# design 1

### config.mk
export PLATFORM = sky130hd
export DESIGN_NAME = merge_n_sync
export DESIGN_NICKNAME = d
export VERILOG_FILES = /design/src/rtl/merge_n_sync_pkg.sv /design/src/rtl/merge_n_sync_fifo.sv /design/src/rtl/merge_n_sync.sv
export SDC_FILE = /design/constraint.sdc
export NUM_CORES = 1
export LEC_CHECK = 0
export CAP_MARGIN = 20
export CORE_ASPECT_RATIO = 0.75
export CORE_MARGIN = 2
export CORE_UTILIZATION = 50
export DETAILED_ROUTE_END_ITERATION = 12
export PLACE_DENSITY = 0.83
export SLEW_MARGIN = 20
export SYNTH_ARGS = -nofsm -noshare
export SYNTH_HDL_FRONTEND = slang
export SYNTH_SLANG_ARGS = --single-unit
### constraint.sdc
create_clock -name clk -period 5.6 [get_ports clk]
set_clock_uncertainty 0.05 [all_clocks]
set_input_delay 1.12 -clock clk [delete_from_list [all_inputs] [get_ports clk]]
set_output_delay 1.12 -clock clk [all_outputs]
set_load 0.02 [all_outputs]
### src/rtl/merge_n_sync_pkg.sv
// Shared types and elaboration limits for the N-input controlled merge.
package merge_pkg;

    typedef enum logic {S_SEL, S_DATA} merge_state_t;

    localparam int MAX_NUM_IN = 16;
    localparam int MAX_DEPTH  = 64;

endpackage

### src/rtl/merge_n_sync_fifo.sv
// Synchronous FIFO with arbitrary (non power-of-two) depth and an explicit
// occupancy counter. Head output reads as zero while empty.
module sync_fifo
    import merge_pkg::*;
#(
    parameter  int WIDTH = 4,
    parameter  int DEPTH = 4,
    localparam int CNTW  = $clog2(DEPTH + 1)
) (
    input  logic             clk,
    input  logic             reset,
    input  logic             push,
    input  logic [WIDTH-1:0] push_data,
    input  logic             pop,
    output logic [WIDTH-1:0] head_data,
    output logic [CNTW-1:0]  count,
    output logic             full,
    output logic             empty
);

    localparam int PTRW = (DEPTH > 1) ? $clog2(DEPTH) : 1;

    if (DEPTH < 1 || DEPTH > MAX_DEPTH) begin : g_bad_depth
        $error("sync_fifo: DEPTH out of range");
    end

    logic [WIDTH-1:0] mem_q [DEPTH];
    logic [PTRW-1:0]  wr_ptr_q, wr_ptr_d;
    logic [PTRW-1:0]  rd_ptr_q, rd_ptr_d;
    logic [CNTW-1:0]  count_q, count_d;

    // Pointers wrap by explicit compare so any depth works.
    function automatic logic [PTRW-1:0] ptr_inc(input logic [PTRW-1:0] p);
        return (p == PTRW'(DEPTH - 1)) ? '0 : p + 1'b1;
    endfunction

    // Next-state for pointers and occupancy.
    always_comb begin
        wr_ptr_d = wr_ptr_q;
        rd_ptr_d = rd_ptr_q;
        count_d  = count_q;
        if (push) wr_ptr_d = ptr_inc(wr_ptr_q);
        if (pop)  rd_ptr_d = ptr_inc(rd_ptr_q);
        case ({push, pop})
            2'b10:   count_d = count_q + 1'b1;
            2'b01:   count_d = count_q - 1'b1;
            default: count_d = count_q;
        endcase
    end

    // Pointer and counter registers; storage itself is never cleared.
    always_ff @(posedge clk) begin
        if (reset) begin
            wr_ptr_q <= '0;
            rd_ptr_q <= '0;
            count_q  <= '0;
        end else begin
            wr_ptr_q <= wr_ptr_d;
            rd_ptr_q <= rd_ptr_d;
            count_q  <= count_d;
        end
    end

    // Storage write port.
    always_ff @(posedge clk) begin
        if (push) mem_q[wr_ptr_q] <= push_data;
    end

    assign count     = count_q;
    assign full      = (count_q == CNTW'(DEPTH));
    assign empty     = (count_q == '0);
    assign head_data = empty ? '0 : mem_q[rd_ptr_q];

`ifndef SYNTHESIS
    a_no_underflow: assert property (@(posedge clk) disable iff (reset) !(pop && empty))
        else $error("sync_fifo: pop while empty");
    a_no_overflow: assert property (@(posedge clk) disable iff (reset) !(push && full))
        else $error("sync_fifo: push while full");
`endif

endmodule

### src/rtl/merge_n_sync.sv
// N-input controlled merge: a selector token picks which input channel
// supplies the next packet; packets queue in an output FIFO.
// Optional MERGE_SEL_CHECK_EN adds a sticky sel_err output for
// out-of-range selectors.
module merge_n_sync
    import merge_pkg::*;
#(
    parameter  int WIDTH  = 4,
    parameter  int NUM_IN = 4,
    parameter  int DEPTH  = 4,
    localparam int SELW   = $clog2(NUM_IN),
    localparam int CNTW   = $clog2(DEPTH + 1)
) (
    input  logic                    clk,
    input  logic                    reset,
    input  logic [NUM_IN*WIDTH-1:0] in_data,
    input  logic [NUM_IN-1:0]       in_valid,
    output logic [NUM_IN-1:0]       in_ready,
    input  logic [SELW-1:0]         sel,
    input  logic                    sel_valid,
    output logic                    sel_ready,
    output logic [WIDTH-1:0]        out_data,
    output logic                    out_valid,
    input  logic                    out_ready,
    output logic [CNTW-1:0]         count
`ifdef MERGE_SEL_CHECK_EN
    ,
    output logic                    sel_err
`endif
);

    if (NUM_IN < 2 || NUM_IN > MAX_NUM_IN) begin : g_bad_num_in
        $error("merge_n_sync: NUM_IN out of range");
    end

    merge_state_t     state_q, state_d;
    logic [SELW-1:0]  sel_q, sel_d;
    logic             sel_oor;
    logic             chan_vld;
    logic [WIDTH-1:0] chan_data;
    logic             push, pop;
    logic             fifo_full, fifo_empty;

    // Widened compare so a power-of-two NUM_IN is not a constant comparison.
    assign sel_oor = ({1'b0, sel} >= (SELW + 1)'(NUM_IN));

    // Input mux: valid and data of the channel named by the latched selector.
    always_comb begin
        chan_vld  = 1'b0;
        chan_data = '0;
        for (int i = 0; i < NUM_IN; i++) begin
            if (sel_q == SELW'(i)) begin
                chan_vld  = in_valid[i];
                chan_data = in_data[i*WIDTH +: WIDTH];
            end
        end
    end

    // FSM next-state and handshake outputs; full FIFO holds off the push.
    always_comb begin
        state_d   = state_q;
        sel_d     = sel_q;
        sel_ready = 1'b0;
        in_ready  = '0;
        push      = 1'b0;
        case (state_q)
            S_SEL: begin
                sel_ready = 1'b1;
                if (sel_valid && !sel_oor) begin
                    sel_d   = sel;
                    state_d = S_DATA;
                end
            end
            S_DATA: begin
                for (int i = 0; i < NUM_IN; i++)
                    in_ready[i] = (sel_q == SELW'(i)) && !fifo_full;
                push = chan_vld && !fifo_full;
                if (push) state_d = S_SEL;
            end
            default: state_d = S_SEL;
        endcase
    end

    // State and selector registers.
    always_ff @(posedge clk) begin
        if (reset) begin
            state_q <= S_SEL;
            sel_q   <= '0;
        end else begin
            state_q <= state_d;
            sel_q   <= sel_d;
        end
    end

`ifdef MERGE_SEL_CHECK_EN
    logic sel_err_q;

    // Sticky flag for a consumed out-of-range selector.
    always_ff @(posedge clk) begin
        if (reset)
            sel_err_q <= 1'b0;
        else if (sel_ready && sel_valid && sel_oor)
            sel_err_q <= 1'b1;
    end

    assign sel_err = sel_err_q;

`ifndef SYNTHESIS
    a_sel_in_range: assert property (@(posedge clk) disable iff (reset)
                                     !(sel_ready && sel_valid && sel_oor))
        else $error("merge_n_sync: out-of-range selector");
`endif
`endif

    assign pop       = out_valid && out_ready;
    assign out_valid = !fifo_empty;

    sync_fifo #(.WIDTH(WIDTH), .DEPTH(DEPTH)) u_fifo (
        .clk       (clk),
        .reset     (reset),
        .push      (push),
        .push_data (chan_data),
        .pop       (pop),
        .head_data (out_data),
        .count     (count),
        .full      (fifo_full),
        .empty     (fifo_empty)
    );

endmodule

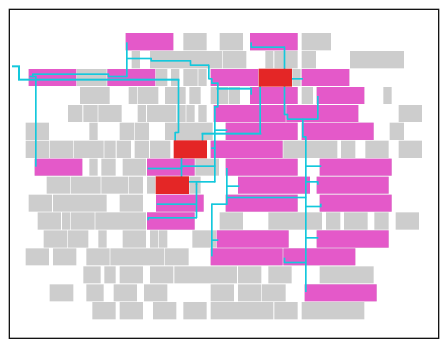
**Above:** design 1 (clock wires, drivers and flops).
cyan -> clock wires  # length 278 um
magenta -> flip-flops  # count 28
red -> clock-net drivers  # count 3
routed clock nets = 4

==> impl_metrics.json <==
{
  "cts_resized": 0,
  "grt_setup_unrepaired": "false",
  "io-pin-count": 39,
  "drc": 0,
  "yosys_warnings": 0,
  "largest_area_cell": "edfxtp_1",
  "power_uw": 611.8,
  "numSequentialCells": 28,
  "clock_area_frac": 0.03841,
  "finalSetupViolations": 0,
  "rr_endpoint": "u_fifo.count[2]$_SDFFE_PP0P_",
  "lay_top_cells": "clkdlybuf4s50_1 (38), edfxtp_1 (16), dfxtp_1 (12), inv_1 (9), nor2_1 (7)",
  "dominant-cell-class": "registers",
  "numPlacedInstances": 171,
  "clk_transition_reported_paths_ps": 90,
  "drt-initial-drc-count": 25,
  "synth.cellmix.adderShare": 0.06835,
  "worst-slew-pin-transition_ps": 603.4,
  "yosys-stat-area_um2": 1391,
  "worst-setup-path-type": "in2reg",
  "r2r_cells": 9,
  "timing_max_transition_violations_final": 0,
  "io_buffer_count": 38,
  "n_all_buffers": 38,
  "run_status": "finished clean",
  "regToRegStartpoint": "sel_q[1]$_SDFFE_PP0P_",
  "post_cts_hold_buffer_count": 0,
  "combAreaFraction": 0.3261,
  "via_count_of_the_first_global_routing_pass": 883,
  "core_um2": 2623,
  "seq_area_share": 0.3881,
  "postSynthNetCount": 134,
  "largest_register_ff_count": 16,
  "cts-htree-levels": 1,
  "largest_register": "u_fifo.mem_q"
}
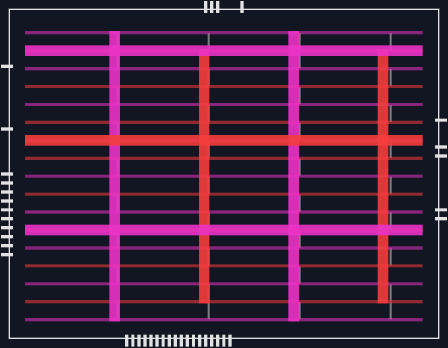
**Above:** design 1 (floorplan with the power grid).
Pins as bars on the die edge. Tap cells in gray.
magenta -> VSS
red -> VDD
signal pins = 39
met1 rails = 17
tap cells = 36
met4 straps = 4

[report_power, final]
part | internal, mW | total [mW] | switching [mW]
Combinational | 0.104 | 0.198 | 0.0933
Clock | 0.0956 | 0.155 | 0.0598
Sequential | 0.236 | 0.259 | 0.0224
Total | 0.436 | 0.612 | 0.175
[metrics by stage]
step / hold WS (ps) / instance area (um^2)
floorplan: 413.4 / 1391
global placement: 426.5 / 1785
detailed placement: 441.4 / 1785
CTS: 456.2 / 1857
global route: 468.4 / 1857
finish: 456.2 / 1857
[synth_stat cells (all sizes together), types with 3 or more instances]
| cell type | instances |
|---|---|
| mux4 | 9 |
| and2 | 4 |
| nor2 | 7 |
| edfxtp | 16 |
| nor3 | 4 |
| nor2b | 5 |
| ha | 6 |
| a21oi | 3 |
| buf | 3 |
| dfxtp | 12 |
| mux2i | 4 |
| inv | 9 |
[per-layer routing]
layer  up-vias  share of wire  track usage
met5         -              0            0
met3         2          0.062      0.05479
met1       429           0.43       0.2097
li1        442              -            -
met4         0         0.0063      0.06383
met2        40           0.51       0.2801
[worst max-delay path: cells and delay by family]
family          cells  cell delay (ps)
compound gates      1              160
fa+ha+maj           2              540
xor+xnor            1              170
mux                 1              470
simple gates        2              540
buf+inv             3              520

# design 2

$ cat src/rtl/fifo_pkg.sv
// fifo_pkg: shared FIFO widths, depth, count and stat-counter constants,
// plus the saturating increment used by the statistics counters.
package fifo_pkg;
    localparam int DEFAULT_DATA_WIDTH = 8;
    localparam int FIFO_DEPTH = 8;
    localparam int FIFO_CNT_W = $clog2(FIFO_DEPTH) + 1;
    localparam int STAT_W = 32;

    function automatic logic [STAT_W-1:0] sat_inc(input logic [STAT_W-1:0] v);
        return &v ? v : v + 1'b1;
    endfunction
endpackage

$ cat src/rtl/fifo_rd_stream_if.sv
// fifo_rd_stream_if: FIFO read port plus valid/ready stream bundle;
// master is the adapter, slave is the FIFO/consumer side.
interface fifo_rd_stream_if
    import fifo_pkg::*;
#(
    parameter int DATA_WIDTH = DEFAULT_DATA_WIDTH
);
    logic                  fifoRdEn;
    logic [DATA_WIDTH-1:0] fifoRdData;
    logic                  fifoEmpty;
    logic                  outValid;
    logic                  outReady;
    logic [DATA_WIDTH-1:0] outData;
    logic [1:0]            bufCount;

    modport master (
        output fifoRdEn, outValid, outData, bufCount,
        input  fifoRdData, fifoEmpty, outReady
    );
    modport slave (
        input  fifoRdEn, outValid, outData, bufCount,
        output fifoRdData, fifoEmpty, outReady
    );
endinterface

$ cat src/rtl/fifo_rd_stream_stream_buf2.sv
// stream_buf2: 2-entry FIFO-ordered buffer with 1-bit head/tail pointers;
// the head slot is driven straight from a register.
module stream_buf2
    import fifo_pkg::*;
#(
    parameter int DATA_WIDTH = DEFAULT_DATA_WIDTH
) (
    input  logic                  clk,
    input  logic                  reset,
    input  logic                  push_i,
    input  logic                  pop_i,
    input  logic [DATA_WIDTH-1:0] data_i,
    output logic [DATA_WIDTH-1:0] data_o,
    output logic [1:0]            count_o
);
    logic [DATA_WIDTH-1:0] mem_q [2];
    logic                  head_q;
    logic                  tail_q;
    logic [1:0]            count_q;
    logic [1:0]            count_d;

    assign count_d = count_q + {1'b0, push_i} - {1'b0, pop_i};

    always_ff @(posedge clk) begin
        if (!reset) begin
            mem_q   <= '{default: '0};
            head_q  <= 1'b0;
            tail_q  <= 1'b0;
            count_q <= 2'd0;
        end else begin
            if (push_i) begin
                mem_q[tail_q] <= data_i;
                tail_q        <= ~tail_q;
            end
            if (pop_i)
                head_q <= ~head_q;
            count_q <= count_d;
        end
    end

    assign data_o  = mem_q[head_q];
    assign count_o = count_q;
endmodule

$ cat src/rtl/fifo_rd_stream.sv
// fifo_rd_stream: drains syn_fifo's 1-cycle read port into a valid/ready stream.
// Optional FIFO_RD_STREAM_STATS_EN adds saturating pop/stall counters.
module fifo_rd_stream
    import fifo_pkg::*;
#(
    parameter int DATA_WIDTH = DEFAULT_DATA_WIDTH,
    parameter int BUF_DEPTH  = 2
) (
    input  logic              clk,
    input  logic              reset,
    fifo_rd_stream_if.master  bus
`ifdef FIFO_RD_STREAM_STATS_EN
    ,
    output logic [STAT_W-1:0] statWords,
    output logic [STAT_W-1:0] statStalls
`endif
);
    generate
        if (BUF_DEPTH != 2) begin : g_depth_chk
            $error("fifo_rd_stream: BUF_DEPTH must be 2");
        end
    endgenerate

    logic       in_flight_q;
    logic       pop;
    logic [2:0] level;

    // Reserve a slot for every outstanding read so no returning word is ever dropped.
    assign pop          = bus.outValid & bus.outReady;
    assign level        = {1'b0, bus.bufCount} + {2'b0, in_flight_q} - {2'b0, pop};
    assign bus.fifoRdEn = reset & ~bus.fifoEmpty & (level < 3'd2);
    assign bus.outValid = bus.bufCount != 2'd0;

    always_ff @(posedge clk) begin
        if (!reset)
            in_flight_q <= 1'b0;
        else
            in_flight_q <= bus.fifoRdEn;
    end

    stream_buf2 #(.DATA_WIDTH(DATA_WIDTH)) u_buf (
        .clk     (clk),
        .reset   (reset),
        .push_i  (in_flight_q),
        .pop_i   (pop),
        .data_i  (bus.fifoRdData),
        .data_o  (bus.outData),
        .count_o (bus.bufCount)
    );

`ifdef FIFO_RD_STREAM_STATS_EN
    logic [STAT_W-1:0] stat_words_q;
    logic [STAT_W-1:0] stat_stalls_q;

    always_ff @(posedge clk) begin
        if (!reset) begin
            stat_words_q  <= '0;
            stat_stalls_q <= '0;
        end else begin
            if (pop)
                stat_words_q <= sat_inc(stat_words_q);
            if (bus.outValid & ~bus.outReady)
                stat_stalls_q <= sat_inc(stat_stalls_q);
        end
    end

    assign statWords  = stat_words_q;
    assign statStalls = stat_stalls_q;
`endif
endmodule

$ cat src/flat_wrapper.sv
// flat-port wrapper written by rule: the top's interface ports become plain ports
module fifo_rd_stream_flat import fifo_pkg::*;
#(
    parameter int DATA_WIDTH = DEFAULT_DATA_WIDTH,
    parameter int BUF_DEPTH  = 2
)
  (clk, reset, bus_fifoRdEn, bus_outValid, bus_outData, bus_bufCount, bus_fifoRdData, bus_fifoEmpty, bus_outReady);
  fifo_rd_stream_if #(.DATA_WIDTH(DATA_WIDTH)) bus_i ();
  input  logic clk;
  input  logic reset;
  output wire logic [$bits(bus_i.fifoRdEn)-1:0] bus_fifoRdEn;
  output wire logic [$bits(bus_i.outValid)-1:0] bus_outValid;
  output wire logic [$bits(bus_i.outData)-1:0] bus_outData;
  output wire logic [$bits(bus_i.bufCount)-1:0] bus_bufCount;
  input wire logic [$bits(bus_i.fifoRdData)-1:0] bus_fifoRdData;
  input wire logic [$bits(bus_i.fifoEmpty)-1:0] bus_fifoEmpty;
  input wire logic [$bits(bus_i.outReady)-1:0] bus_outReady;
  assign bus_fifoRdEn = bus_i.fifoRdEn;
  assign bus_outValid = bus_i.outValid;
  assign bus_outData = bus_i.outData;
  assign bus_bufCount = bus_i.bufCount;
  assign bus_i.fifoRdData = bus_fifoRdData;
  assign bus_i.fifoEmpty = bus_fifoEmpty;
  assign bus_i.outReady = bus_outReady;
  fifo_rd_stream #(.DATA_WIDTH(DATA_WIDTH), .BUF_DEPTH(BUF_DEPTH)) u_core (.clk(clk), .reset(reset), .bus(bus_i));
endmodule
$ cat config.mk
export PLATFORM = sky130hd
export DESIGN_NAME = fifo_rd_stream_flat
export DESIGN_NICKNAME = d
export VERILOG_FILES = /design/src/rtl/fifo_pkg.sv /design/src/rtl/fifo_rd_stream_if.sv /design/src/rtl/fifo_rd_stream_stream_buf2.sv /design/src/rtl/fifo_rd_stream.sv /design/src/flat_wrapper.sv
export SDC_FILE = /design/constraint.sdc
export NUM_CORES = 1
export LEC_CHECK = 0
export CORE_MARGIN = 3
export CORE_UTILIZATION = 42
export DETAILED_ROUTE_END_ITERATION = 6
export GPL_ROUTABILITY_DRIVEN = 0
export HOLD_SLACK_MARGIN = 0.15
export PLACE_DENSITY = 0.82
export RECOVER_POWER = 50
export SKIP_CTS_REPAIR_TIMING = 1
export SLEW_MARGIN = 20
export SYNTH_ARGS = -nofsm -noshare
export SYNTH_HDL_FRONTEND = slang
export SYNTH_SLANG_ARGS = --single-unit
$ cat constraint.sdc
create_clock -name clk -period 2.24 [get_ports clk]
set_input_delay 0.448 -clock clk [delete_from_list [all_inputs] [get_ports clk]]
set_output_delay 0.448 -clock clk [all_outputs]
set_load 0.005 [all_outputs]
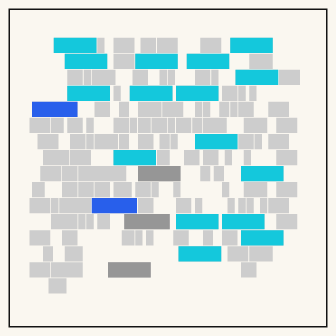
**Above:** design 2 (register map, names as in the netlist).
cyan -> `u_core.u_buf.mem_q`  # placed flops 16
blue -> `u_core.u_buf.count_o`  # placed flops 2

==> impl_metrics.json <==
{
  "run_status": "finished, violations left",
  "violations": "setup timing",
  "io-pin-count": 24,
  "clock_tree.buffer_depth": 2,
  "via_count_of_the_first_global_routing_pass": 763,
  "clock_area_frac": 0.02073,
  "filler_cell_count": 191,
  "ys.flop_type": "dfxtp_1",
  "finalSetupViolations": 1,
  "yosys_warnings": 0,
  "vias": 799,
  "mostFrequentLayoutCell": "nand2_1",
  "numSequentialCells": 21,
  "well_tap_count": 27,
  "io_buffer_count": 23,
  "floorplan.die.width_um": 53.58,
  "synth_xor_xnor_area_share": 0.01842,
  "synth.top_cells.by_area": "dfxtp_1 (44%), a21boi_1 (13%), nand2_1 (9.9%)",
  "dominant-cell-class": "combinational gates",
  "initCoreUtil": 0.4657,
  "mux_share": 0.09474,
  "synth.lib_cells_used.distinct": 19,
  "final_sum_of_negative_setup_slack_ps": -408.8,
  "post-route-worst-setup-slack_ps": -408.8,
  "inverters": 4,
  "cts-htree-levels": 1,
  "layout.nonclk_buf_frac": 0.2182,
  "power.density_cell_area_nw_per_um2": 959.7,
  "power.ir.vdd_worst_uv": 714.2,
  "worst-path-buf-inv": 2,
  "total_die_size_um2": 2871,
  "clock_tree.root_cell": "clkbuf_4",
  "detailed_placement_hpwl_mm": 1.438,
  "post-route-min-period_ps": 2649,
  "critical_path.slowest_cell": "fa_2",
  "yosys-dominant-comb-family": "simple AND/OR/NAND/NOR gates",
  "combAreaFraction": 0.3880
}
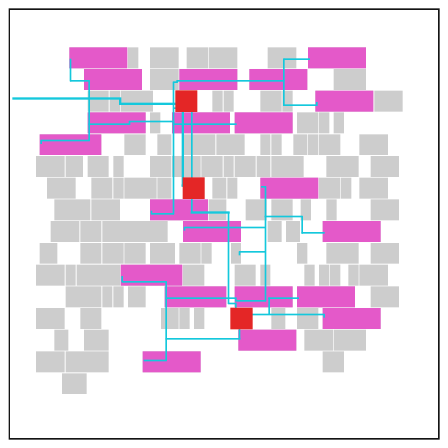
**Above:** design 2 (clock wires, drivers and flops).
magenta -> flip-flops  # count 21
red -> clock-net drivers  # count 3
cyan -> clock wires  # length 250 um
routed clock nets = 4
power consumed by the clock network: 179 uW
worst setup skew after layout: 3.767 ps
Clock power frac: 0.147
worst-skew pair later-pin latency: 300 ps

[layer usage]
metal | vias to the layer above | GRT usage
met4 | 0 | 0.07660
met3 | 2 | 0.04155
met5 | - | 0
met1 | 372 | 0.2024
met2 | 27 | 0.2694
li1 | 398 | -
[power by group]
group	internal (mW)	switching (mW)	total (mW)
Clock	0.0693	0.110	0.179
Sequential	0.449	0.0694	0.518
Combinational	0.309	0.211	0.519
[path summary, 6_finish.rpt]
path | slack (ps) | from | cells after the start | end
min reg2reg | 460 | u_core.u_buf.mem_q[10]$_SDFFE_PN0P_ | 2 | u_core.u_buf.mem_q[10]$_SDFFE_PN0P_
min | 460 | u_core.u_buf.mem_q[10]$_SDFFE_PN0P_ | 2 | u_core.u_buf.mem_q[10]$_SDFFE_PN0P_
max | -410 | u_core.u_buf.count_o[0]$_SDFF_PN0_ | 7 | bus_fifoRdEn
max reg2reg | 350 | u_core.u_buf.count_o[0]$_SDFF_PN0_ | 6 | u_core.in_flight_q$_SDFF_PN0_
[state kept, by name (all words and copies together) (netlist names)]
name and count:
u_core.u_buf.mem_q 16, u_core.u_buf.count_o 2, u_core.in_flight_q 1, u_core.u_buf.head_q 1
u_core.u_buf.tail_q 1

# design 3

===== src/rtl/spi_resp_tx.sv =====
// SPI responder: shifts a FRAME_BITS frame MSB-first on miso from an oversampled SCLK/SS.
// Latency: pin edge to strobe SYNC_STAGES+1 clk; miso/miso_oe/pulses one clk later.
// Backpressure: none; the master paces the frame and a load during a frame applies to the next frame.
module spi_resp_tx #(
    parameter  int FRAME_BITS  = 40,
    parameter  int SYNC_STAGES = 2,
    localparam int CW          = $clog2(FRAME_BITS + 1)
) (
    input  logic                  clk,
    input  logic                  rst,
    input  logic                  sclk_in,
    input  logic                  ss_in,
    output logic                  miso,
    output logic                  miso_oe,
    input  logic [FRAME_BITS-1:0] tx_data,
    input  logic                  tx_load,
    output logic                  tx_busy,
    output logic                  frame_done,
    output logic                  frame_abort,
    output logic [CW-1:0]         bit_cnt
);

    localparam logic [CW-1:0] CNT_MAX = CW'(FRAME_BITS);

    typedef enum logic {IDLE, SHIFT} state_t;

    state_t                  state, state_nxt;
    logic [SYNC_STAGES-1:0]  sclk_sync, ss_sync;
    logic                    sclk_d, ss_d;
    logic [SYNC_STAGES:0]    flush;
    logic                    armed;
    logic                    ss_ok;
    logic                    sclk_s, ss_s;
    logic                    sclk_rise, sclk_fall, ss_fall, ss_rise;
    logic                    start, finish;
    logic [FRAME_BITS-1:0]   hold;
    // Holds only the bits still to be sent; the bit currently on miso lives in the miso flop.
    logic [FRAME_BITS-2:0]   sr;

    always_ff @(posedge clk or negedge rst) begin
        if (!rst) begin
            sclk_sync <= '0;
            ss_sync   <= '1;
            sclk_d    <= 1'b0;
            ss_d      <= 1'b1;
            flush     <= '0;
            armed     <= 1'b0;
        end else begin
            sclk_sync <= {sclk_sync[SYNC_STAGES-2:0], sclk_in};
            ss_sync   <= {ss_sync[SYNC_STAGES-2:0], ss_in};
            sclk_d    <= sclk_sync[SYNC_STAGES-1];
            ss_d      <= ss_sync[SYNC_STAGES-1];
            flush     <= {flush[SYNC_STAGES-1:0], 1'b1};
            armed     <= ss_ok;
        end
    end

    // The SS chain resets to idle-high, so a pin already low at reset release would look like a
    // falling edge; frames are only accepted once a genuine high level has come through the chain.
    assign ss_ok     = armed | (flush[SYNC_STAGES] & ss_d);
    assign sclk_s    = sclk_sync[SYNC_STAGES-1];
    assign ss_s      = ss_sync[SYNC_STAGES-1];
    assign sclk_rise = sclk_s & ~sclk_d;
    assign sclk_fall = ~sclk_s & sclk_d;
    assign ss_fall   = ~ss_s & ss_d & ss_ok;
    assign ss_rise   = ss_s & ~ss_d;

    always_ff @(posedge clk or negedge rst) begin
        if (!rst) state <= IDLE;
        else      state <= state_nxt;
    end

    always_comb begin
        state_nxt = state;
        start     = 1'b0;
        finish    = 1'b0;
        case (state)
            IDLE: if (ss_fall) begin
                state_nxt = SHIFT;
                start     = 1'b1;
            end
            SHIFT: if (ss_rise) begin
                state_nxt = IDLE;
                finish    = 1'b1;
            end
            default: state_nxt = IDLE;
        endcase
    end

    always_ff @(posedge clk or negedge rst) begin
        if (!rst) begin
            hold        <= '0;
            sr          <= '0;
            miso        <= 1'b0;
            miso_oe     <= 1'b0;
            bit_cnt     <= '0;
            frame_done  <= 1'b0;
            frame_abort <= 1'b0;
        end else begin
            frame_done  <= 1'b0;
            frame_abort <= 1'b0;
            if (tx_load) hold <= tx_data;
            if (start) begin
                sr      <= hold[FRAME_BITS-2:0];
                miso    <= hold[FRAME_BITS-1];
                miso_oe <= 1'b1;
                bit_cnt <= '0;
            end else if (finish) begin
                miso        <= 1'b0;
                miso_oe     <= 1'b0;
                frame_done  <= (bit_cnt == CNT_MAX);
                frame_abort <= (bit_cnt != CNT_MAX);
            end else if (state == SHIFT) begin
                if (sclk_rise && bit_cnt != CNT_MAX) bit_cnt <= bit_cnt + 1'b1;
                if (sclk_fall) begin
                    miso <= sr[FRAME_BITS-2];
                    sr   <= {sr[FRAME_BITS-3:0], 1'b0};
                end
            end
        end
    end

    assign tx_busy = (state == SHIFT);

endmodule


===== config.mk =====
export PLATFORM = sky130hd
export DESIGN_NAME = spi_resp_tx
export DESIGN_NICKNAME = d
export VERILOG_FILES = /design/src/rtl/spi_resp_tx.sv
export SDC_FILE = /design/constraint.sdc
export NUM_CORES = 1
export LEC_CHECK = 0
export ABC_AREA = 1
export CAP_MARGIN = 20
export CORE_MARGIN = 3
export CORE_UTILIZATION = 59
export CTS_BUF_LIST = sky130_fd_sc_hd__clkbuf_4 sky130_fd_sc_hd__clkbuf_8 sky130_fd_sc_hd__clkbuf_16
export CTS_CLUSTER_DIAMETER = 150
export DETAILED_ROUTE_END_ITERATION = 16
export PLACE_DENSITY = 0.84
export SYNTH_ARGS = -nofsm -noshare
export SYNTH_HDL_FRONTEND = slang
export SYNTH_SLANG_ARGS = --single-unit

===== constraint.sdc =====
create_clock -name clk -period 2.88 [get_ports clk]
set_input_delay 0.432 -clock clk [delete_from_list [all_inputs] [get_ports clk]]
set_output_delay 0.432 -clock clk [all_outputs]
set_load 0.01 [all_outputs]

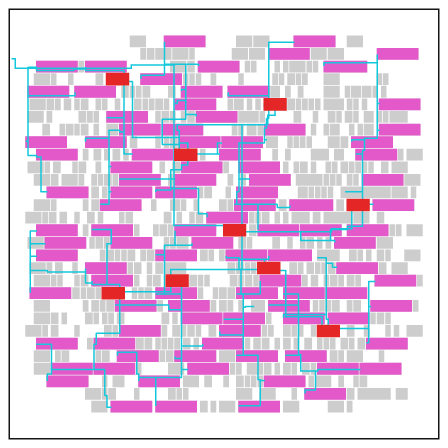
**Above:** design 3 (clock wires, drivers and flops).
red -> clock-net drivers  # count 9
cyan -> clock wires  # length 1070 um
magenta -> flip-flops  # count 100
routed clock nets = 10
power consumed by the clock network: 911 uW
worst setup skew after layout: 7.677 ps
Clock power frac: 0.244
worst-skew pair later-pin latency: 360 ps

==> impl_metrics.json <==
{
  "power.ir.vdd_worst_uv": 369.8,
  "clk_transition_reported_paths_ps": 90,
  "final_sum_of_negative_setup_slack_ps": 0,
  "drc": 0,
  "area.combinational_um2": 1393,
  "numCtsBuffers": 9,
  "seq_area_share": 0.4858,
  "largest_registers": "hold: 40 flops, sr: 39 flops, bit_cnt: 6 flops",
  "drt-initial-drc-count": 157,
  "synth.lib_cells_used.distinct": 23,
  "switching_share": 0.3071,
  "cp_data_arrival_time_ps": 2470,
  "via_count_of_the_first_global_routing_pass": 3225,
  "run_status": "finished clean",
  "fin_cells": 668,
  "post_cts_buffers": 0,
  "postSynthNetCount": 571,
  "cts-htree-levels": 3,
  "io_buffer_count": 55,
  "grt_max_degree": 89,
  "post-route-min-period_ps": 2181,
  "power.leakage_nw": 2.445,
  "power.density_cell_area_nw_per_um2": 723.1,
  "fmaxAchievable_mhz": 458.5,
  "yosys-dominant-comb-family": "simple AND/OR/NAND/NOR gates",
  "areaGrowthSynthToFinish_pct": 16.96,
  "synth_xor_xnor_area_share": 0,
  "layout_cells_sized_above_1": 0.05594,
  "globalRoute.busiestLayer": "met2",
  "io-pin-count": 56,
  "total_die_size_um2": 8549,
  "route.final.wire_length_mm": 8.294,
  "worst_path_largest_cell_delay_ps": 690,
  "ys_seq_share": 0.5682
}
per-stage QoR:
step | utilization | area (um^2) | hold WS (ps)
2_1_floorplan | - | 4410 | 136.4
3_3_place_gp | 0.7057 | 4954 | 333.5
3_5_place_dp | 0.7057 | 4954 | 351.6
4_1_cts | 0.7349 | 5159 | 102.8
5_1_grt | 0.7349 | 5159 | 122.5
6_report | 0.7349 | 5159 | 89.15
final timing paths:
path / from / end / slack (ps) / depth (start not counted)
worst max-delay path: ss_d$_DFF_PN1_ / sr[25]$_DFFE_PN0P_ / 700 / 7
worst min-delay path: rst / hold[11]$_DFFE_PN0P_ / 90 / 1
worst max register to register: ss_d$_DFF_PN1_ / sr[25]$_DFFE_PN0P_ / 700 / 7
worst min register to register: sclk_sync[0]$_DFF_PN0_ / sclk_sync[1]$_DFF_PN0_ / 370 / 0
max in group asynchronous: rst / sr[32]$_DFFE_PN0P_ / 2120 / 2
min in group clk: sclk_sync[0]$_DFF_PN0_ / sclk_sync[1]$_DFF_PN0_ / 370 / 0

# design 4

==> src/rtl/decode_stage.sv <==
// RV32I decode stage.
// Decodes one instruction per cycle into execute controls and holds the
// result in a single output register that uses a valid/ready handshake.
// The immediate is sign-extended to XLEN. The register-index width is
// configurable. Writes to x0 are suppressed. Undecodable instructions are
// flagged so that execute can trap.
module decode_stage #(
  parameter int XLEN   = 32,
  parameter int REG_AW = 5,
  parameter int PC_W   = 32
) (
  input  logic              clk,
  input  logic              rst,
  input  logic              in_valid,
  output logic              in_ready,
  input  logic [31:0]       in_instr,
  input  logic [PC_W-1:0]   in_pc,
  input  logic              flush,
  output logic              out_valid,
  input  logic              out_ready,
  output logic [PC_W-1:0]   out_pc,
  output logic [XLEN-1:0]   imm,
  output logic [3:0]        alu_ctl,
  output logic              branch_uc,
  output logic              branch_c,
  output logic              mem_read,
  output logic              mem_write,
  output logic              alu_src,
  output logic              reg_write,
  output logic [REG_AW-1:0] read_reg1,
  output logic [REG_AW-1:0] read_reg2,
  output logic [REG_AW-1:0] write_reg,
  output logic              illegal
);

  localparam logic [6:0] OP_OP     = 7'b0110011;
  localparam logic [6:0] OP_IMM    = 7'b0010011;
  localparam logic [6:0] OP_LOAD   = 7'b0000011;
  localparam logic [6:0] OP_STORE  = 7'b0100011;
  localparam logic [6:0] OP_BRANCH = 7'b1100011;
  localparam logic [6:0] OP_JAL    = 7'b1101111;
  localparam logic [6:0] OP_JALR   = 7'b1100111;
  localparam logic [6:0] OP_LUI    = 7'b0110111;
  localparam logic [6:0] OP_AUIPC  = 7'b0010111;

  typedef enum logic [3:0] {
    ALU_AND = 4'd0, ALU_OR = 4'd1, ALU_ADD = 4'd2, ALU_SUB = 4'd3,
    ALU_XOR = 4'd4, ALU_SLL = 4'd5, ALU_SRL = 4'd6, ALU_SRA = 4'd7,
    ALU_GE = 4'd8, ALU_LT = 4'd9, ALU_CHOOSEB = 4'd10, ALU_EQ = 4'd11,
    ALU_NE = 4'd12, ALU_GEU = 4'd13, ALU_LTU = 4'd14
  } alu_op_t;

  logic [6:0] opcode;
  logic [2:0] funct3;
  logic [6:0] funct7;
  logic [4:0] rs1_raw;
  logic [4:0] rs2_raw;
  logic [4:0] rd_raw;

  assign opcode  = in_instr[6:0];
  assign funct3  = in_instr[14:12];
  assign funct7  = in_instr[31:25];
  assign rs1_raw = in_instr[19:15];
  assign rs2_raw = in_instr[24:20];
  assign rd_raw  = in_instr[11:7];

  logic [31:0]       imm32_d;
  logic [3:0]        alu_ctl_d;
  logic              branch_uc_d;
  logic              branch_c_d;
  logic              mem_read_d;
  logic              mem_write_d;
  logic              alu_src_d;
  logic              reg_write_d;
  logic              illegal_d;
  logic              use_rs1;
  logic              use_rs2;
  logic              use_rd;
  logic              reg_oob;
  logic [REG_AW-1:0] rd_d;

  logic accept;

  assign in_ready = !out_valid || out_ready;
  assign accept   = in_valid && in_ready && !flush;
  assign rd_d     = in_instr[7 +: REG_AW];

  // Decode the incoming instruction into controls, an immediate and an illegal flag
  always_comb begin
    imm32_d     = 32'd0;
    alu_ctl_d   = ALU_AND;
    branch_uc_d = 1'b0;
    branch_c_d  = 1'b0;
    mem_read_d  = 1'b0;
    mem_write_d = 1'b0;
    alu_src_d   = 1'b0;
    reg_write_d = 1'b0;
    illegal_d   = 1'b0;
    use_rs1     = 1'b0;
    use_rs2     = 1'b0;
    use_rd      = 1'b0;
    case (opcode)
      OP_OP: begin
        reg_write_d = 1'b1;
        use_rs1 = 1'b1; use_rs2 = 1'b1; use_rd = 1'b1;
        if (funct7 == 7'b0000000) begin
          case (funct3)
            3'd0: alu_ctl_d = ALU_ADD;
            3'd1: alu_ctl_d = ALU_SLL;
            3'd2: alu_ctl_d = ALU_LT;
            3'd3: alu_ctl_d = ALU_LTU;
            3'd4: alu_ctl_d = ALU_XOR;
            3'd5: alu_ctl_d = ALU_SRL;
            3'd6: alu_ctl_d = ALU_OR;
            default: alu_ctl_d = ALU_AND;
          endcase
        end else if (funct7 == 7'b0100000 && funct3 == 3'd0) begin
          alu_ctl_d = ALU_SUB;
        end else if (funct7 == 7'b0100000 && funct3 == 3'd5) begin
          alu_ctl_d = ALU_SRA;
        end else begin
          illegal_d = 1'b1;
        end
      end
      OP_IMM: begin
        alu_src_d = 1'b1; reg_write_d = 1'b1;
        use_rs1 = 1'b1; use_rd = 1'b1;
        imm32_d = {{20{in_instr[31]}}, in_instr[31:20]};
        case (funct3)
          3'd0: alu_ctl_d = ALU_ADD;
          3'd1: begin
            alu_ctl_d = ALU_SLL;
            if (funct7 != 7'b0000000) illegal_d = 1'b1;
          end
          3'd2: alu_ctl_d = ALU_LT;
          3'd3: alu_ctl_d = ALU_LTU;
          3'd4: alu_ctl_d = ALU_XOR;
          3'd5: begin
            alu_ctl_d = in_instr[30] ? ALU_SRA : ALU_SRL;
            if ({funct7[6], funct7[4:0]} != 6'd0) illegal_d = 1'b1;
          end
          3'd6: alu_ctl_d = ALU_OR;
          default: alu_ctl_d = ALU_AND;
        endcase
      end
      OP_LOAD: begin
        mem_read_d = 1'b1; alu_ctl_d = ALU_ADD; alu_src_d = 1'b1; reg_write_d = 1'b1;
        use_rs1 = 1'b1; use_rd = 1'b1;
        imm32_d = {{20{in_instr[31]}}, in_instr[31:20]};
        if (funct3 == 3'd3 || funct3 == 3'd6 || funct3 == 3'd7) illegal_d = 1'b1;
      end
      OP_STORE: begin
        mem_write_d = 1'b1; alu_ctl_d = ALU_ADD; alu_src_d = 1'b1;
        use_rs1 = 1'b1; use_rs2 = 1'b1;
        imm32_d = {{20{in_instr[31]}}, in_instr[31:25], in_instr[11:7]};
        if (funct3 > 3'd2) illegal_d = 1'b1;
      end
      OP_BRANCH: begin
        branch_c_d = 1'b1;
        use_rs1 = 1'b1; use_rs2 = 1'b1;
        imm32_d = {{19{in_instr[31]}}, in_instr[31], in_instr[7],
                   in_instr[30:25], in_instr[11:8], 1'b0};
        case (funct3)
          3'd0: alu_ctl_d = ALU_EQ;
          3'd1: alu_ctl_d = ALU_NE;
          3'd4: alu_ctl_d = ALU_LT;
          3'd5: alu_ctl_d = ALU_GE;
          3'd6: alu_ctl_d = ALU_LTU;
          3'd7: alu_ctl_d = ALU_GEU;
          default: illegal_d = 1'b1;
        endcase
      end
      OP_JAL: begin
        branch_uc_d = 1'b1; alu_ctl_d = ALU_CHOOSEB; alu_src_d = 1'b1; reg_write_d = 1'b1;
        use_rd = 1'b1;
        imm32_d = {{11{in_instr[31]}}, in_instr[31], in_instr[19:12],
                   in_instr[20], in_instr[30:21], 1'b0};
      end
      OP_JALR: begin
        branch_uc_d = 1'b1; alu_ctl_d = ALU_ADD; alu_src_d = 1'b1; reg_write_d = 1'b1;
        use_rs1 = 1'b1; use_rd = 1'b1;
        imm32_d = {{20{in_instr[31]}}, in_instr[31:20]};
        if (funct3 != 3'd0) illegal_d = 1'b1;
      end
      OP_LUI: begin
        alu_ctl_d = ALU_CHOOSEB; alu_src_d = 1'b1; reg_write_d = 1'b1;
        use_rd = 1'b1;
        imm32_d = {in_instr[31:12], 12'd0};
      end
      OP_AUIPC: begin
        alu_ctl_d = ALU_ADD; alu_src_d = 1'b1; reg_write_d = 1'b1;
        use_rd = 1'b1;
        imm32_d = {in_instr[31:12], 12'd0};
      end
      default: illegal_d = 1'b1;
    endcase

    // Register fields that name registers outside a narrowed register file make the instruction undecodable
    reg_oob = (use_rs1 && ((rs1_raw >> REG_AW) != 5'd0)) ||
              (use_rs2 && ((rs2_raw >> REG_AW) != 5'd0)) ||
              (use_rd  && ((rd_raw  >> REG_AW) != 5'd0));
    if (reg_oob) illegal_d = 1'b1;

    if (rd_d == '0) reg_write_d = 1'b0;

    if (illegal_d) begin
      alu_ctl_d   = ALU_AND;
      branch_uc_d = 1'b0;
      branch_c_d  = 1'b0;
      mem_read_d  = 1'b0;
      mem_write_d = 1'b0;
      alu_src_d   = 1'b0;
      reg_write_d = 1'b0;
    end
  end

  // Output pipeline register: flush beats accept, accept beats drain, otherwise hold
  always_ff @(posedge clk or posedge rst) begin
    if (rst) begin
      out_valid <= 1'b0;
      out_pc    <= '0;
      imm       <= '0;
      alu_ctl   <= 4'd0;
      branch_uc <= 1'b0;
      branch_c  <= 1'b0;
      mem_read  <= 1'b0;
      mem_write <= 1'b0;
      alu_src   <= 1'b0;
      reg_write <= 1'b0;
      read_reg1 <= '0;
      read_reg2 <= '0;
      write_reg <= '0;
      illegal   <= 1'b0;
    end else if (flush) begin
      out_valid <= 1'b0;
    end else if (accept) begin
      out_valid <= 1'b1;
      out_pc    <= in_pc;
      imm       <= XLEN'(signed'(imm32_d));
      alu_ctl   <= alu_ctl_d;
      branch_uc <= branch_uc_d;
      branch_c  <= branch_c_d;
      mem_read  <= mem_read_d;
      mem_write <= mem_write_d;
      alu_src   <= alu_src_d;
      reg_write <= reg_write_d;
      read_reg1 <= in_instr[15 +: REG_AW];
      read_reg2 <= in_instr[20 +: REG_AW];
      write_reg <= rd_d;
      illegal   <= illegal_d;
    end else if (out_ready) begin
      out_valid <= 1'b0;
    end
  end

endmodule

==> config.mk <==
export PLATFORM = sky130hd
export DESIGN_NAME = decode_stage
export DESIGN_NICKNAME = d
export VERILOG_FILES = /design/src/rtl/decode_stage.sv
export SDC_FILE = /design/constraint.sdc
export NUM_CORES = 1
export LEC_CHECK = 0
export CELL_PAD_IN_SITES_DETAIL_PLACEMENT = 1
export CELL_PAD_IN_SITES_GLOBAL_PLACEMENT = 1
export CORE_ASPECT_RATIO = 1.25
export CORE_MARGIN = 2
export CORE_UTILIZATION = 32
export CTS_CLUSTER_DIAMETER = 100
export DETAILED_ROUTE_END_ITERATION = 16
export GPL_TIMING_DRIVEN = 0
export MAX_ROUTING_LAYER = met4
export PLACE_DENSITY = 0.82
export SYNTH_ARGS = -nofsm -noshare
export SYNTH_HDL_FRONTEND = slang
export SYNTH_SLANG_ARGS = --single-unit
==> constraint.sdc <==
create_clock -name clk -period 3.31 [get_ports clk]
set_clock_uncertainty 0.05 [all_clocks]
set_input_delay 0.662 -clock clk [delete_from_list [all_inputs] [get_ports clk]]
set_output_delay 0.662 -clock clk [all_outputs]
set_load 0.01 [all_outputs]
==> impl_metrics.json <==
{
  "yosysCellCount": 490,
  "grt_pass1_wl_mm": 23.75,
  "regToRegStartpoint": "out_valid$_DFFE_PP0P_",
  "post_cts_buffers": 0,
  "well_tap_count": 171,
  "ant_diodes": 0,
  "timing_max_transition_violations_final": 0,
  "initCoreUtil": 0.3283,
  "clock_tree.buffer_depth": 2,
  "rr_endpoint": "reg_write$_DFFE_PP0P_",
  "area.combinational_um2": 1882,
  "layout.nonclk_buf_frac": 0.2739,
  "post_synth_inst_count": 490,
  "worst-path-buf-inv": 3,
  "post_cts_hold_buffer_count": 0,
  "io-pin-count": 161,
  "run_status": "finished clean",
  "route.final.wire_length_mm": 15.11,
  "numPlacedInstances": 820
}
-- cells by family after synthesis --
family,after synthesis
AND/OR/NAND/NOR,281
AND-OR/OR-AND,81
XOR/XNOR,2
buffers and inverters,35
flip-flops,91
-- layout by cell type (no fill, tap or decap), types with 2 or more instances in the layout --
master	n
a21oi_1	21
inv_2	2
o21a_1	3
a31oi_1	4
clkbuf_16	9
o32ai_1	2
inv_1	3
dfrtp_1	91
clkinv_4	2
clkbuf_1	9
clkdlybuf4s50_1	158
nor3_1	5
o21ai_1	7
nand3b_1	2
nor2b_1	3
a221oi_1	4
clkbuf_8	3
buf_6	4
and4bb_2	2
o21ai_0	9
a2bb2oi_1	2
a21oi_2	12
nand2_1	193
buf_4	2
nand4_1	2
buf_2	13
nor2_1	40
nand2b_1	3
o31ai_1	2
and3_1	3
nand3_1	9
-- how the worst max path moves through the flow --
stage	start	end	slack (ps)	cells past startpoint
final	out_ready	in_ready	760	4
after global routing	out_ready	in_ready	730	4
after CTS	out_ready	in_ready	750	4
after detailed placement	in_instr[31]	alu_ctl[2]$_DFFE_PP0P_	600	6
after global placement	rst	out_pc[30]$_DFFE_PP0P_	-1160	2
after floorplan	rst	alu_ctl[0]$_DFFE_PP0P_	230	1
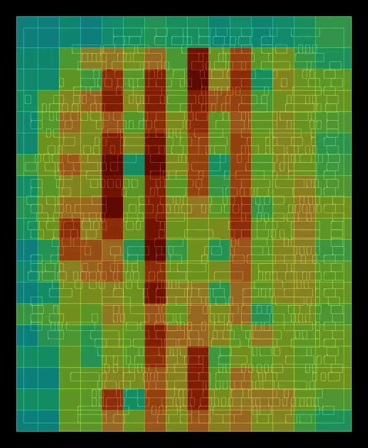
**Above:** design 4 (congestion heat map).
GRT Total Usage: 0.2175
Global Route met3 Usage: 0.02138

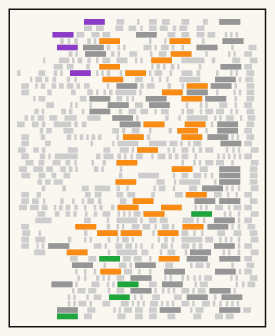
**Above:** design 4 (register map, names as in the netlist).
purple -> `alu_ctl`  # placed flops 4, where north-west
orange -> `imm`  # placed flops 32
green -> `write_reg`  # placed flops 5
not colored = 50


# design 5

[config.mk]
export PLATFORM = sky130hd
export DESIGN_NAME = pulse_period_meter_flat
export DESIGN_NICKNAME = d
export VERILOG_FILES = /design/src/rtl/pulse_meas_pkg.sv /design/src/rtl/pulse_period_meter_if.sv /design/src/rtl/pulse_edge_det.sv /design/src/rtl/pulse_period_meter.sv /design/src/flat_wrapper.sv
export SDC_FILE = /design/constraint.sdc
export NUM_CORES = 1
export LEC_CHECK = 0
export ABC_AREA = 1
export CORE_MARGIN = 4
export CORE_UTILIZATION = 35
export DETAILED_ROUTE_END_ITERATION = 10
export DONT_BUFFER_PORTS = 1
export SKIP_LAST_GASP = 1
export SLEW_MARGIN = 20
export SYNTH_ARGS = -nofsm -noshare
export SYNTH_HDL_FRONTEND = slang
export SYNTH_SLANG_ARGS = --single-unit
[constraint.sdc]
create_clock -name clk -period 1.8 [get_ports clk]
set_clock_uncertainty 0.05 [all_clocks]
set_input_delay 0.27 -clock clk [delete_from_list [all_inputs] [get_ports clk]]
set_output_delay 0.27 -clock clk [all_outputs]
set_load 0.02 [all_outputs]
[src/rtl/pulse_meas_pkg.sv]
// Shared types and defaults for the pulse period meter.
package pulse_meas_pkg;

  localparam int unsigned CNT_W_DEF       = 24;
  localparam logic [23:0] TIMEOUT_CYC_DEF = 24'd1000000;

  typedef enum logic [1:0] {
    IDLE,
    ARM,
    MEASURE,
    TMO
  } meas_state_e;

endpackage

[src/rtl/pulse_period_meter_if.sv]
// Result handshake bundle: producer drives valid + data, consumer drives ready.
interface pulse_period_meter_if
  import pulse_meas_pkg::*;
#(
  parameter int unsigned CNT_W = CNT_W_DEF
);

  logic             meas_valid;
  logic             meas_ready;
  logic [CNT_W-1:0] period;
  logic [CNT_W-1:0] high_time;

  modport master (
    output meas_valid,
    output period,
    output high_time,
    input  meas_ready
  );

  modport slave (
    input  meas_valid,
    input  period,
    input  high_time,
    output meas_ready
  );

endinterface

[src/rtl/pulse_edge_det.sv]
// Registers pulse_in once per cycle and flags its rising and falling edges.
module pulse_edge_det (
  input  logic clk,
  input  logic rst,
  input  logic pulse_in,
  output logic rise,
  output logic fall
);

  logic pulse_d_q;
  logic pulse_d_d;

  always_comb begin
    pulse_d_d = pulse_in;
  end

  always_ff @(posedge clk) begin
    if (rst) begin
      pulse_d_q <= 1'b0;
    end else begin
      pulse_d_q <= pulse_d_d;
    end
  end

  assign rise = pulse_in & ~pulse_d_q;
  assign fall = ~pulse_in & pulse_d_q;

endmodule

[src/rtl/pulse_period_meter.sv]
// Measures period and high time of pulse_in between rising edges, with
// valid/ready result handoff, no-edge timeout and sticky overrun flag.
module pulse_period_meter
  import pulse_meas_pkg::*;
#(
  parameter int unsigned      CNT_W       = CNT_W_DEF,
  parameter logic [CNT_W-1:0] TIMEOUT_CYC = CNT_W'(TIMEOUT_CYC_DEF)
) (
  input  logic                        clk,
  input  logic                        rst,
  input  logic                        pulse_in,
  input  logic                        enable,
  pulse_period_meter_if.master        res_if,
  output logic                        timeout,
  output logic                        overrun,
  output logic [15:0]                 edge_count
);

  localparam logic [CNT_W-1:0] CNT_ONE = CNT_W'(1);

  logic rise;
  logic fall;

  meas_state_e      state_q, state_d;
  logic [CNT_W-1:0] period_cnt_q, period_cnt_d;
  logic [CNT_W-1:0] high_cnt_q, high_cnt_d;
  logic             high_open_q, high_open_d;
  logic [CNT_W-1:0] period_q, period_d;
  logic [CNT_W-1:0] high_time_q, high_time_d;
  logic             meas_valid_q, meas_valid_d;
  logic             timeout_q, timeout_d;
  logic             overrun_q, overrun_d;
  logic [15:0]      edge_count_q, edge_count_d;
  logic             load;
  logic             restart;

  pulse_edge_det u_edge_det (
    .clk      (clk),
    .rst      (rst),
    .pulse_in (pulse_in),
    .rise     (rise),
    .fall     (fall)
  );

  always_comb begin
    state_d      = state_q;
    period_cnt_d = period_cnt_q;
    high_cnt_d   = high_cnt_q;
    high_open_d  = high_open_q;
    period_d     = period_q;
    high_time_d  = high_time_q;
    timeout_d    = timeout_q;
    overrun_d    = overrun_q;
    edge_count_d = edge_count_q;
    load         = 1'b0;
    restart      = 1'b0;

    if (state_q != IDLE && enable && rise) begin
      edge_count_d = edge_count_q + 16'd1;
    end

    if (state_q != IDLE && !enable) begin
      state_d      = IDLE;
      period_cnt_d = '0;
      high_cnt_d   = '0;
      high_open_d  = 1'b0;
      timeout_d    = 1'b0;
    end else begin
      case (state_q)
        IDLE: begin
          period_cnt_d = '0;
          high_cnt_d   = '0;
          high_open_d  = 1'b0;
          timeout_d    = 1'b0;
          if (enable) state_d = ARM;
        end
        ARM: begin
          if (rise) begin
            state_d = MEASURE;
            restart = 1'b1;
          end
        end
        MEASURE: begin
          if (rise) begin
            restart = 1'b1;
            if (!meas_valid_q || res_if.meas_ready) begin
              load = 1'b1;
            end else begin
              overrun_d = 1'b1;
            end
          end else if (period_cnt_q == TIMEOUT_CYC) begin
            state_d   = TMO;
            timeout_d = 1'b1;
          end else begin
            period_cnt_d = period_cnt_q + CNT_ONE;
            // high time stops accumulating at the first fall of the period
            if (high_open_q) begin
              if (fall) high_open_d = 1'b0;
              else      high_cnt_d  = high_cnt_q + CNT_ONE;
            end
          end
        end
        TMO: begin
          if (rise) begin
            state_d   = MEASURE;
            timeout_d = 1'b0;
            restart   = 1'b1;
          end
        end
        default: state_d = IDLE;
      endcase
    end

    if (restart) begin
      period_cnt_d = CNT_ONE;
      high_cnt_d   = CNT_ONE;
      high_open_d  = 1'b1;
    end

    if (load) begin
      period_d    = period_cnt_q;
      high_time_d = high_cnt_q;
    end

    if (load) begin
      meas_valid_d = 1'b1;
    end else if (meas_valid_q && res_if.meas_ready) begin
      meas_valid_d = 1'b0;
    end else begin
      meas_valid_d = meas_valid_q;
    end
  end

  always_ff @(posedge clk) begin
    if (rst) begin
      state_q      <= IDLE;
      period_cnt_q <= '0;
      high_cnt_q   <= '0;
      high_open_q  <= 1'b0;
      period_q     <= '0;
      high_time_q  <= '0;
      meas_valid_q <= 1'b0;
      timeout_q    <= 1'b0;
      overrun_q    <= 1'b0;
      edge_count_q <= '0;
    end else begin
      state_q      <= state_d;
      period_cnt_q <= period_cnt_d;
      high_cnt_q   <= high_cnt_d;
      high_open_q  <= high_open_d;
      period_q     <= period_d;
      high_time_q  <= high_time_d;
      meas_valid_q <= meas_valid_d;
      timeout_q    <= timeout_d;
      overrun_q    <= overrun_d;
      edge_count_q <= edge_count_d;
    end
  end

  assign res_if.meas_valid = meas_valid_q;
  assign res_if.period     = period_q;
  assign res_if.high_time  = high_time_q;
  assign timeout           = timeout_q;
  assign overrun           = overrun_q;
  assign edge_count        = edge_count_q;

endmodule

[src/flat_wrapper.sv]
// flat-port wrapper written by rule: the top's interface ports become plain ports
module pulse_period_meter_flat import pulse_meas_pkg::*;
#(
  parameter int unsigned      CNT_W       = CNT_W_DEF,
  parameter logic [CNT_W-1:0] TIMEOUT_CYC = CNT_W'(TIMEOUT_CYC_DEF)
)
  (clk, rst, pulse_in, enable, timeout, overrun, edge_count, res_if_meas_valid, res_if_period, res_if_high_time, res_if_meas_ready);
  pulse_period_meter_if #(.CNT_W(CNT_W)) res_if_i ();
  input  logic clk;
  input  logic rst;
  input  logic pulse_in;
  input  logic enable;
  output logic timeout;
  output logic overrun;
  output logic [15:0] edge_count;
  output wire logic [$bits(res_if_i.meas_valid)-1:0] res_if_meas_valid;
  output wire logic [$bits(res_if_i.period)-1:0] res_if_period;
  output wire logic [$bits(res_if_i.high_time)-1:0] res_if_high_time;
  input wire logic [$bits(res_if_i.meas_ready)-1:0] res_if_meas_ready;
  assign res_if_meas_valid = res_if_i.meas_valid;
  assign res_if_period = res_if_i.period;
  assign res_if_high_time = res_if_i.high_time;
  assign res_if_i.meas_ready = res_if_meas_ready;
  pulse_period_meter #(.CNT_W(CNT_W), .TIMEOUT_CYC(TIMEOUT_CYC)) u_core (.clk(clk), .rst(rst), .pulse_in(pulse_in), .enable(enable), .res_if(res_if_i), .timeout(timeout), .overrun(overrun), .edge_count(edge_count));
endmodule
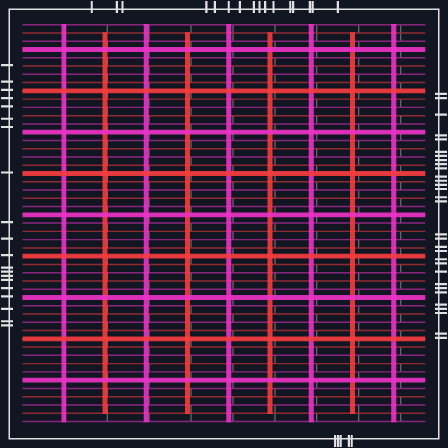
**Above:** design 5 (floorplan with the power grid).
Pins as bars on the die edge. Tap cells in gray.
red -> VDD
magenta -> VSS
signal pins = 72
rows = 48
chip height: 140.9 um
Floorplan Core Area: 17300 um^2
IR drop worst, VDD: 684.4 uV
width of the chip: 140.9 um

==> impl_metrics.json <==
{
  "detail_route.wirelength.met1_mm": 8.967,
  "slew_headroom": 0.7007,
  "r2r_cells": 9,
  "total_die_size_um2": 19840,
  "pwr-share-comb": 0.235,
  "crit_cells": 9,
  "io-pin-count": 72,
  "via_count_of_the_first_global_routing_pass": 5715,
  "max_cap_viols": 0,
  "grt_use_total": 0.1828,
  "reg2reg_setup_slack_ps": 90,
  "clock_power_share": 0.397,
  "post_cts_buffers": 0,
  "design_area_um2": 7596,
  "worst-setup-path-type": "reg2reg",
  "vias": 6199,
  "compound_area_frac": 0.1396,
  "detailroute.wirelength.met2_mm": 8.092,
  "synth.cellmix.adderShare": 0.008102,
  "layout_cells_sized_above_1": 0.1518,
  "placed_cell_area_um2": 6736,
  "tritoncts_clock_tree": "yes",
  "synthMostInstantiatedCell": "nand2_1",
  "yosys_warnings": 0,
  "mux_share": 0,
  "top_signal_layer_used": "met4",
  "post-synth-top-area-fraction": 0.3857,
  "numPlacedInstances": 1186,
  "power_mw": 8.175,
  "ant_diodes": 0,
  "synth_xor_xnor_area_share": 0.02269,
  "edf_count": 0,
  "netSwitchingPower_mw": 2.641,
  "area.combinational_um2": 3278,
  "vias_per_cell": 5.028,
  "worst-slew-pin-transition_ps": 449.0,
  "run_status": "finished clean",
  "detailed_placement_hpwl_mm": 12.37
}
## layout make-up
type | instances | share of cell area
Multi-Input combinational cell | 688 | 0.4316
Sequential cell | 119 | 0.3148
Timing Repair Buffer | 74 | 0.09389
Clock buffer | 22 | 0.06375
Inverter | 96 | 0.04909
Tap cell | 225 | 0.03706
Clock inverter | 9 | 0.009883
## flip-flops by register name, indices dropped and copies added, names as in the netlist
register / count
u_core.res_if.meas_valid: 1
u_core.u_edge_det.pulse_d_q: 1
u_core.timeout: 1
u_core.overrun: 1
u_core.high_open_q: 1
u_core.res_if.high_time: 24
u_core.res_if.period: 24
u_core.period_cnt_q: 24
u_core.edge_count: 16
u_core.high_cnt_q: 24
u_core.state_q: 2
## power by group through the flow
| stage | Clock, mW | Combinational [mW] | Sequential (mW) |
|---|---|---|---|
| after floorplan | 0 | 1.11 | 3.05 |
| after global placement | 0 | 1.58 | 3.06 |
| after detailed placement | 0 | 1.60 | 3.06 |
| after CTS | 3.32 | 1.62 | 3.00 |
| after global routing | 3.42 | 2.13 | 3.03 |
| final | 3.24 | 1.92 | 3.01 |


==> gallery <==
Congestion heat map.
image #1
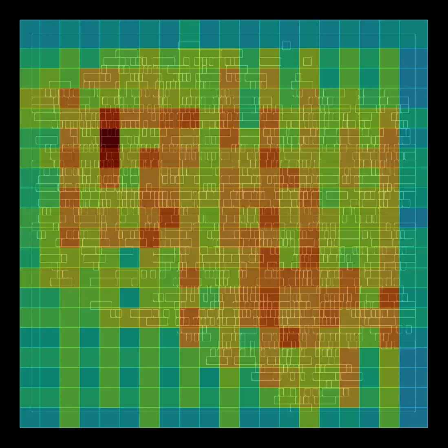
image #2
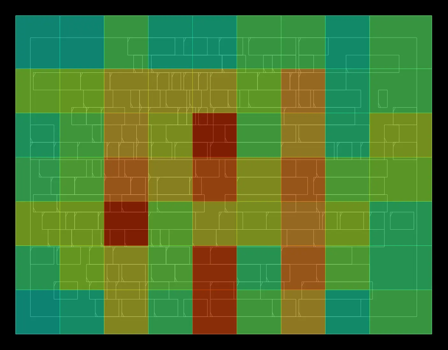
image #3
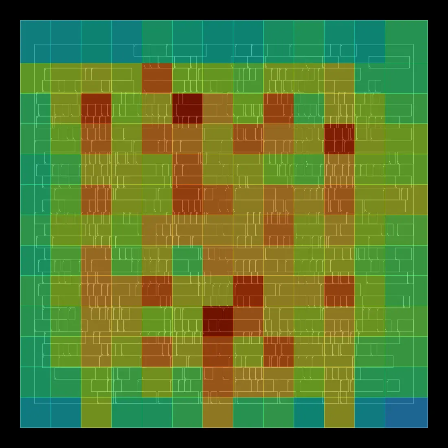
- least wire per cell: image #3
- lowest utilization: image #1
image #2: design 1
image #3: design 3
image #1: design 5

Power figures rest on the tool's default switching activity, not on a simulated workload.
